# ---- regfile_write_arbiter ----
`src/rtl/regfile_write_arbiter.sv`:
```
// Two-requester writeback arbiter for a 32-entry register file. Each requester
// owns a one-entry buffer; same-address entries drain oldest first, otherwise round-robin.
module regfile_write_arbiter #(
    parameter int DATA_WIDTH = 32,
    parameter int ADDR_WIDTH = 5
) (
    input  logic                  clk,
    input  logic                  reset_n,
    input  logic                  wb0_valid,
    output logic                  wb0_ready,
    input  logic [ADDR_WIDTH-1:0] wb0_address,
    input  logic [DATA_WIDTH-1:0] wb0_data,
    input  logic                  wb1_valid,
    output logic                  wb1_ready,
    input  logic [ADDR_WIDTH-1:0] wb1_address,
    input  logic [DATA_WIDTH-1:0] wb1_data,
    output logic                  write_enable,
    output logic [ADDR_WIDTH-1:0] write_address,
    output logic [DATA_WIDTH-1:0] write_data,
    output logic [31:0]           busy_mask,
    output logic [15:0]           conflict_count
);

    logic [1:0]            buf_valid;
    logic [1:0]            buf_age;      // bit k set: entry k is the older one
    logic [ADDR_WIDTH-1:0] buf_addr [2];
    logic [DATA_WIDTH-1:0] buf_data [2];
    logic                  prio;

    logic [ADDR_WIDTH-1:0] in_addr  [2];
    logic [DATA_WIDTH-1:0] in_data  [2];
    logic [1:0]            in_valid;
    logic [1:0]            grant;
    logic [1:0]            ready;
    logic [1:0]            load;
    logic [1:0]            stays;

    assign in_valid   = {wb1_valid, wb0_valid};
    assign in_addr[0] = wb0_address;
    assign in_addr[1] = wb1_address;
    assign in_data[0] = wb0_data;
    assign in_data[1] = wb1_data;

    // NOTE: every always_comb output gets a default first so no path can infer a latch.
    always_comb begin
        grant = buf_valid;
        if (buf_valid == 2'b11) begin
            if (buf_addr[0] == buf_addr[1])
                grant = buf_age[0] ? 2'b01 : 2'b10;
            else
                grant = prio ? 2'b10 : 2'b01;
        end
    end

    // Ready depends only on buffer state, never on the requester's valid.
    always_comb begin
        ready = ~buf_valid | grant;
        stays = buf_valid & ~grant;
        for (int k = 0; k < 2; k++)
            load[k] = in_valid[k] && ready[k] && (in_addr[k] != '0);
    end

    assign wb0_ready = ready[0];
    assign wb1_ready = ready[1];

    // NOTE: sequential state uses non-blocking assignments so every flop samples pre-edge values.
    always_ff @(posedge clk or negedge reset_n) begin
        if (!reset_n) begin
            buf_valid      <= 2'b00;
            buf_age        <= 2'b00;
            prio           <= 1'b0;
            conflict_count <= '0;
        end else begin
            for (int k = 0; k < 2; k++) begin
                if (load[k])
                    buf_valid[k] <= 1'b1;
                else if (grant[k])
                    buf_valid[k] <= 1'b0;
            end
            // A fresh entry is younger than whatever survives in the other buffer.
            case (load)
                2'b11:   buf_age <= 2'b01;
                2'b01:   buf_age <= stays[1] ? 2'b10 : 2'b01;
                2'b10:   buf_age <= stays[0] ? 2'b01 : 2'b10;
                default: ;
            endcase
            if (grant[0])
                prio <= 1'b1;
            else if (grant[1])
                prio <= 1'b0;
            if (buf_valid == 2'b11 && conflict_count != 16'hFFFF)
                conflict_count <= conflict_count + 16'd1;
        end
    end

    // NOTE: buffer payload is not reset; it is only observed while its valid bit is set.
    always_ff @(posedge clk) begin
        for (int k = 0; k < 2; k++) begin
            if (load[k]) begin
                buf_addr[k] <= in_addr[k];
                buf_data[k] <= in_data[k];
            end
        end
    end

    always_comb begin
        write_enable  = |buf_valid;
        write_address = '0;
        write_data    = '0;
        if (grant[0]) begin
            write_address = buf_addr[0];
            write_data    = buf_data[0];
        end else if (grant[1]) begin
            write_address = buf_addr[1];
            write_data    = buf_data[1];
        end
    end

    always_comb begin
        busy_mask = '0;
        for (int r = 1; r < 32; r++) begin
            busy_mask[r] = (buf_valid[0] && buf_addr[0] == ADDR_WIDTH'(r))
                        || (buf_valid[1] && buf_addr[1] == ADDR_WIDTH'(r));
        end
    end

endmodule

```
`config.mk`:
```
export PLATFORM = sky130hd
export DESIGN_NAME = regfile_write_arbiter
export DESIGN_NICKNAME = d
export VERILOG_FILES = /design/src/rtl/regfile_write_arbiter.sv
export SDC_FILE = /design/constraint.sdc
export NUM_CORES = 1
export LEC_CHECK = 0
export ABC_AREA = 1
export CAP_MARGIN = 25
export CORE_ASPECT_RATIO = 0.9
export CORE_UTILIZATION = 50
export CTS_BUF_LIST = sky130_fd_sc_hd__clkbuf_4 sky130_fd_sc_hd__clkbuf_8
export CTS_CLUSTER_SIZE = 20
export DETAILED_ROUTE_END_ITERATION = 6
export PLACE_DENSITY = 0.89
export SKIP_CTS_REPAIR_TIMING = 1
export SYNTH_ARGS = -nofsm -noshare
export SYNTH_HDL_FRONTEND = slang
export SYNTH_SLANG_ARGS = --single-unit
```
`constraint.sdc`:
```
create_clock -name clk -period 4.05 [get_ports clk]
set_input_delay 0.81 -clock clk [delete_from_list [all_inputs] [get_ports clk]]
set_output_delay 0.81 -clock clk [all_outputs]
set_load 0.1 [all_outputs]
```
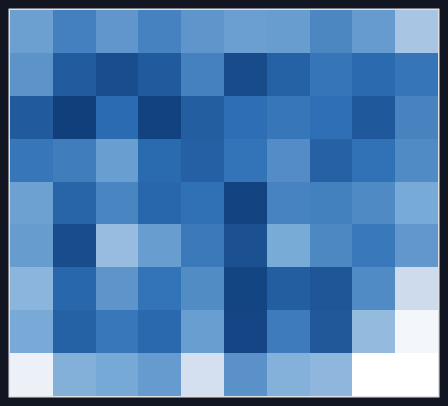
**Above:** regfile_write_arbiter (cell area per tile).
10 x 9 tiles, from white (low) to dark blue (high), 0 to 100% covered.
tiles over 75% full: 31%
emptiest ninth of the die: bottom right
fullest tile: 94%
nearly empty tiles: 2.2%
mean over tiles: 64%

==> qor.yml <==
numCtsBuffers: 9
ys_cells: 455
required_ns: 3.24
hold_viol: 0
viasPerCell: 5.18
cp_data_arrival_time_ns: 2.67
max_freq_mhz: 287
postSynthSeqShare_pct: 60.1
finalCriticalPeriod_ns: 3.48
worst-setup-path-type: "flip-flop to primary output"
htree_levels: 3
setup_viol_count_final: 0
min_path_cells: 1
status: "finished, final reports clean"
ys_sh_xor_pct: 2.90
postRouteAntennaNets: 0
p_leak_uw: 0.00265
yosys-stat-area_um2: 4530
grt_pass1_wl_um: 17800
topCombFamilyByArea: "simple AND/OR/NAND/NOR gates"
cp_common_cell: "nand2_1"
drt_iter0_markers: 196
cp_max_fo: 25
final_nets: 702
critPathLaunchType: "flip-flop"
cts_tree: "done"
hp-start: "conflict_count[14]"
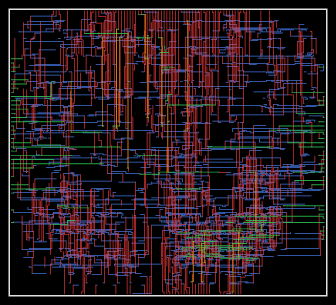
**Above:** regfile_write_arbiter (metal layers overlaid).
| color | layer | wire length |
|---|---|---|
| blue | M1 | 4450 um |
| orange | M4 | 352 um |
| green | M3 | 728 um |
| red | M2 | 5970 um |
routed via count: 3853
gr usage total: 24.8%

==> power by group <==
| part | switching [uW] | internal, uW |
|---|---|---|
| Combinational | 1730 | 440 |
| Sequential | 86.6 | 1190 |
| Clock | 326 | 235 |
| Total | 2140 | 1870 |
==> registers in the layout (all words and copies together) (netlist names) <==
name,cells
buf_data,64
buf_valid,2
conflict_count,16
prio,1
buf_addr,10
buf_age,1
==> per-stage QoR <==
step           total power, uW  instances  util, %  worst slack, ns
3_3_place_gp              3430        728     69.6             1.03
2_1_floorplan             3020        455        -            0.404
4_1_cts                   4030        744     71.6            0.530
5_1_grt                   4160        744     71.6            0.342
6_report                  4010        744     71.6            0.570
3_5_place_dp              3470        728     69.6            0.924
==> metal layers <==
| layer | routed length (um) | vias up | GRT usage, % |
|---|---|---|---|
| met5 | 0 | - | 0 |
| met4 | 352 | 0 | 10.6 |
| met3 | 728 | 33 | 5.72 |
| met2 | 5970 | 183 | 44.1 |
| met1 | 4450 | 1809 | 28.3 |
| li1 | - | 1828 | - |
==> worst max-delay path, delay by kind of cell (launching register included) <==
family	cells	cell delay, ns
compound gates	1	0.31
flops	1	0.48
simple gates	8	0.76
buf+inv	3	0.75

# ---- rr_arb4_flat ----
**rr_arb4_flat: metal layers overlaid**

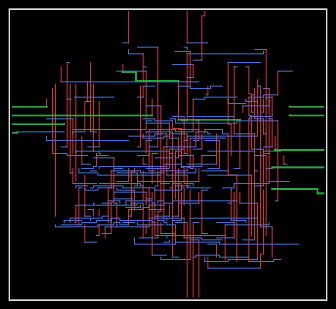
**rr_arb4_flat: metal 2**

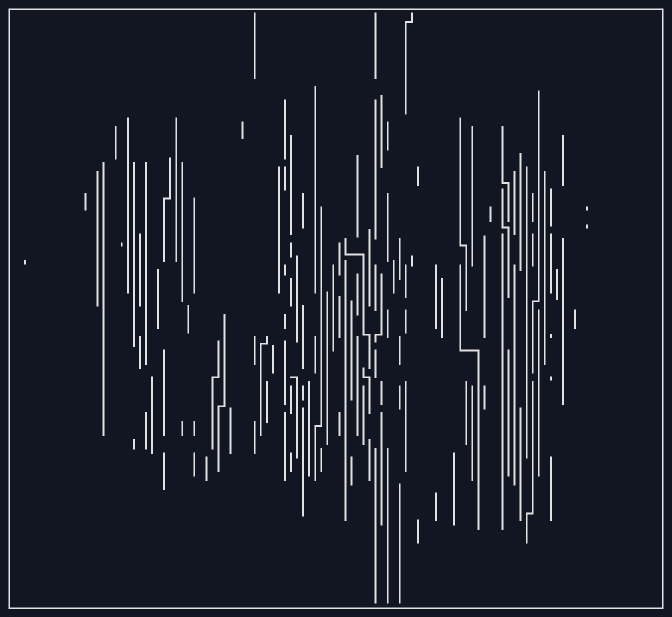
## config.mk

```make
export PLATFORM = sky130hd
export DESIGN_NAME = rr_arb4_flat
export DESIGN_NICKNAME = d
export VERILOG_FILES = /design/src/rtl/rr_arb4_if.sv /design/src/rtl/rr_arb4.sv /design/src/flat_wrapper.sv
export SDC_FILE = /design/constraint.sdc
export NUM_CORES = 1
export LEC_CHECK = 0
export CAP_MARGIN = 20
export CORE_ASPECT_RATIO = 0.9
export CORE_MARGIN = 4
export CORE_UTILIZATION = 43
export CTS_BUF_LIST = sky130_fd_sc_hd__clkbuf_8 sky130_fd_sc_hd__clkbuf_16
export DETAILED_ROUTE_END_ITERATION = 8
export PLACE_DENSITY = 0.82
export SYNTH_ARGS = -nofsm -noshare
export SYNTH_HDL_FRONTEND = slang
export SYNTH_SLANG_ARGS = --single-unit
```

## constraint.sdc

```tcl
create_clock -name clk -period 1.6 [get_ports clk]
set_clock_uncertainty 0.05 [all_clocks]
set_input_delay 0.32 -clock clk [delete_from_list [all_inputs] [get_ports clk]]
set_output_delay 0.32 -clock clk [all_outputs]
set_load 0.02 [all_outputs]
```

## src/rtl/rr_arb4_if.sv

```systemverilog
// Request/grant bundle between the four register-file write requesters and rr_arb4.
// Signal directions are named from the arbiter's point of view.
interface rr_arb4_if;
    logic [3:0] i_req;
    logic       i_release;
    logic [3:0] o_gnt;
    logic [1:0] o_gnt_idx;
    logic       o_gnt_valid;
    logic       o_timeout;

    modport master (
        output i_req, i_release,
        input  o_gnt, o_gnt_idx, o_gnt_valid, o_timeout
    );

    modport slave (
        input  i_req, i_release,
        output o_gnt, o_gnt_idx, o_gnt_valid, o_timeout
    );
endinterface

```

## src/rtl/rr_arb4.sv

```systemverilog
// Four-way round-robin arbiter for a shared register-file write port, with registered outputs.
// Optional forced release after 16 held cycles is enabled by defining ARB_TIMEOUT_EN.
module rr_arb4 (
    input  logic        clk,
    input  logic        reset,
    rr_arb4_if.slave    bus
);

    typedef enum logic {S_IDLE, S_BUSY} state_t;

    state_t      r_state, w_state_nxt;
    logic [1:0]  r_ptr, w_ptr_nxt;
    logic [1:0]  r_gnt_idx, w_gnt_idx_nxt;
    logic        r_gnt_valid, w_gnt_valid_nxt;
    logic [3:0]  r_gnt, w_gnt_nxt;
    logic [2:0]  w_pick;
    logic        w_end;
`ifdef ARB_TIMEOUT_EN
    logic [3:0]  r_hold, w_hold_nxt;
    logic        r_timeout, w_timeout_nxt;
    logic        w_force;
`endif

    // Returns {found, index}: first requester at or after ptr, wrapping mod 4.
    function automatic logic [2:0] f_pick(input logic [3:0] req, input logic [1:0] ptr);
        logic [1:0] idx;
        f_pick = 3'b000;
        for (int k = 3; k >= 0; k--) begin
            idx = ptr + 2'(k);
            if (req[idx]) f_pick = {1'b1, idx};
        end
    endfunction

    assign w_pick = f_pick(bus.i_req, r_ptr);
    assign w_end  = bus.i_release | ~bus.i_req[r_gnt_idx];
`ifdef ARB_TIMEOUT_EN
    assign w_force = (r_hold == 4'd15) & ~w_end;
`endif

    always_comb begin
        w_state_nxt     = r_state;
        w_ptr_nxt       = r_ptr;
        w_gnt_idx_nxt   = r_gnt_idx;
        w_gnt_valid_nxt = r_gnt_valid;
`ifdef ARB_TIMEOUT_EN
        w_hold_nxt      = r_hold;
        w_timeout_nxt   = 1'b0;
`endif
        case (r_state)
            S_IDLE: begin
                if (w_pick[2]) begin
                    w_state_nxt     = S_BUSY;
                    w_gnt_idx_nxt   = w_pick[1:0];
                    w_ptr_nxt       = w_pick[1:0] + 2'd1;
                    w_gnt_valid_nxt = 1'b1;
`ifdef ARB_TIMEOUT_EN
                    w_hold_nxt      = 4'd0;
`endif
                end
            end
            S_BUSY: begin
`ifdef ARB_TIMEOUT_EN
                if (w_end | w_force) begin
                    w_timeout_nxt = w_force;
`else
                if (w_end) begin
`endif
                    // Pointer already sits past the owner, so the owner is searched last.
                    if (w_pick[2]) begin
                        w_gnt_idx_nxt = w_pick[1:0];
                        w_ptr_nxt     = w_pick[1:0] + 2'd1;
`ifdef ARB_TIMEOUT_EN
                        w_hold_nxt    = 4'd0;
`endif
                    end else begin
                        w_state_nxt     = S_IDLE;
                        w_gnt_valid_nxt = 1'b0;
                    end
                end else begin
`ifdef ARB_TIMEOUT_EN
                    w_hold_nxt = r_hold + 4'd1;
`endif
                end
            end
            default: begin
                w_state_nxt     = S_IDLE;
                w_gnt_valid_nxt = 1'b0;
            end
        endcase
        w_gnt_nxt = w_gnt_valid_nxt ? (4'b0001 << w_gnt_idx_nxt) : 4'b0000;
    end

    always_ff @(posedge clk or posedge reset) begin
        if (reset) begin
            r_state     <= S_IDLE;
            r_ptr       <= 2'd0;
            r_gnt_idx   <= 2'd0;
            r_gnt_valid <= 1'b0;
            r_gnt       <= 4'b0000;
        end else begin
            r_state     <= w_state_nxt;
            r_ptr       <= w_ptr_nxt;
            r_gnt_idx   <= w_gnt_idx_nxt;
            r_gnt_valid <= w_gnt_valid_nxt;
            r_gnt       <= w_gnt_nxt;
        end
    end

`ifdef ARB_TIMEOUT_EN
    always_ff @(posedge clk or posedge reset) begin
        if (reset) begin
            r_hold    <= 4'd0;
            r_timeout <= 1'b0;
        end else begin
            r_hold    <= w_hold_nxt;
            r_timeout <= w_timeout_nxt;
        end
    end
    assign bus.o_timeout = r_timeout;
`else
    assign bus.o_timeout = 1'b0;
`endif

    assign bus.o_gnt       = r_gnt;
    assign bus.o_gnt_idx   = r_gnt_idx;
    assign bus.o_gnt_valid = r_gnt_valid;

endmodule

```

## src/flat_wrapper.sv

```systemverilog
// flat-port wrapper written by rule: the top's interface ports become plain ports
module rr_arb4_flat 
  (clk, reset, bus_i_req, bus_i_release, bus_o_gnt, bus_o_gnt_idx, bus_o_gnt_valid, bus_o_timeout);
  rr_arb4_if bus_i ();
  input  logic clk;
  input  logic reset;
  input wire logic [$bits(bus_i.i_req)-1:0] bus_i_req;
  input wire logic [$bits(bus_i.i_release)-1:0] bus_i_release;
  output wire logic [$bits(bus_i.o_gnt)-1:0] bus_o_gnt;
  output wire logic [$bits(bus_i.o_gnt_idx)-1:0] bus_o_gnt_idx;
  output wire logic [$bits(bus_i.o_gnt_valid)-1:0] bus_o_gnt_valid;
  output wire logic [$bits(bus_i.o_timeout)-1:0] bus_o_timeout;
  assign bus_i.i_req = bus_i_req;
  assign bus_i.i_release = bus_i_release;
  assign bus_o_gnt = bus_i.o_gnt;
  assign bus_o_gnt_idx = bus_i.o_gnt_idx;
  assign bus_o_gnt_valid = bus_i.o_gnt_valid;
  assign bus_o_timeout = bus_i.o_timeout;
  rr_arb4 u_core (.clk(clk), .reset(reset), .bus(bus_i));
endmodule
```

==> qor.yml <==
crit_buf_inv: 1
setup_viol_count_final: 4
lay_top_cells: "12 x a21oi_1, 12 x buf_4, 9 x dfrtp_1"
drv_slew: 0
required_ns: 1.67
p_comb_uw: 766
yosys-stat-area_um2: 671
cp_max_fo: 5
drive_gt1_share_pct: 29.0
powerClk_uw: 314
r2r_cells: 5
top_cell_area_share_pct: 37.3
seq-power_uw: 454
most_common_cell: "a21oi_1"
ys_warn_count: 0
r2r-end: "u_core.bus.o_gnt_idx[1]"
grt_pass1_vias: 584
nonClkBufAreaFrac_pct: 23.5
setup_slack_ns: -0.0376
drt_iter0_markers: 16
cts_tree: "done"
p_sw_share_pct: 38.8
num-multi-input-gates: 55
rr_startpoint: "u_core.bus.o_gnt_idx[0]"
ff_count: 10
warning_count: 29
fp.dieW_um: 49.6
clock_buffers: 4
std_cell_rows: 13
final-clk-cell-share_pct: 5.71
comb_area_um2: 394
slowest_delay_ns: 0.58
chip_area_um2: 2260
postRouteAntennaNets: 0
crit_family: "multiplexers"
status: "finished, violations left"
critPathLaunchType: "flip-flop"
violations: "negative setup slack"
drv_cap: 0
clkSlewWorstSetupHoldPaths_ns: 0.05
hold_viol: 0
finalCriticalPeriod_ns: 1.64
cts_hold_buf: 0
Notes on 'metal layers overlaid' of rr_arb4_flat above:
| color | layer | wire length |
|---|---|---|
| blue | M1 | 763 um |
| red | M2 | 829 um |
| green | M3 | 90.6 um |
Post-Route WL: 1680 um
Routed wire per std cell: 14.6 um

Notes on 'metal 2' of rr_arb4_flat above:
main direction: vertical
longest straight run: 22.4 um
routed via count: 631
met2 Use GR: 28.2%

worst register-to-register path, cell delays in order (launching register included):
cell	delay (ns)
dfrtp_2	0.39
mux4_2	0.58
a21o_4	0.26
buf_4	0.14
nand2_1	0.05
o21ai_1	0.05
cells by family (layout without fill, tap and decap cells):
| group | Yosys count | in the layout | share of synthesized area [%] |
|---|---|---|---|
| AND-OR/OR-AND | 29 | 29 | 26.5 |
| buffers and inverters | 11 | 35 | 8.02 |
| flip-flops | 10 | 10 | 37.3 |
| multiplexers | 2 | 2 | 4.85 |
| other | 1 | 1 | 0.559 |
| AND/OR/NAND/NOR | 23 | 23 | 22.8 |
metrics by stage:
step | setup WS (ns) | instances | total power (uW) | setup TNS (ns) | util, %
floorplan | -0.0136 | 76 | 869 | -0.0212 | -
global placement | -0.402 | 107 | 1120 | -2.96 | 58.3
finish | -0.0376 | 115 | 1530 | -0.117 | 65.9
detailed placement | -0.480 | 107 | 1150 | -3.35 | 58.3
CTS | -0.103 | 112 | 1470 | -0.235 | 62.3
global route | -0.113 | 115 | 1650 | -0.462 | 65.9
routing by layer:
metal / vias up / routed length [um]
met3: 0 / 90
met4: 0 / 0
met1: 304 / 763
met5: - / 0
li1: 314 / -
met2: 13 / 828


==> layout pictures side by side <==
Selected gate families.
Plate I
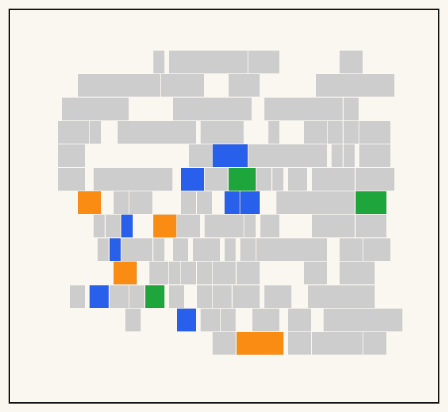
Plate II
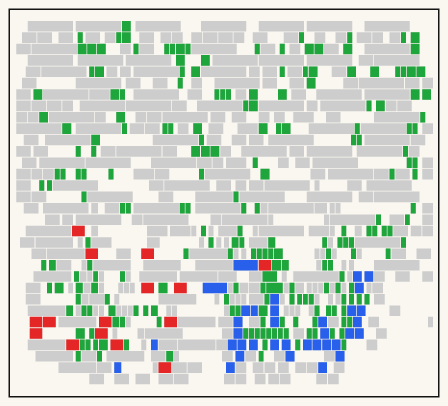
The one with the most cells is Plate II.
Plate I comes from rr_arb4_flat.
Plate II comes from regfile_write_arbiter.

Power and IR drop assume default switching activity.
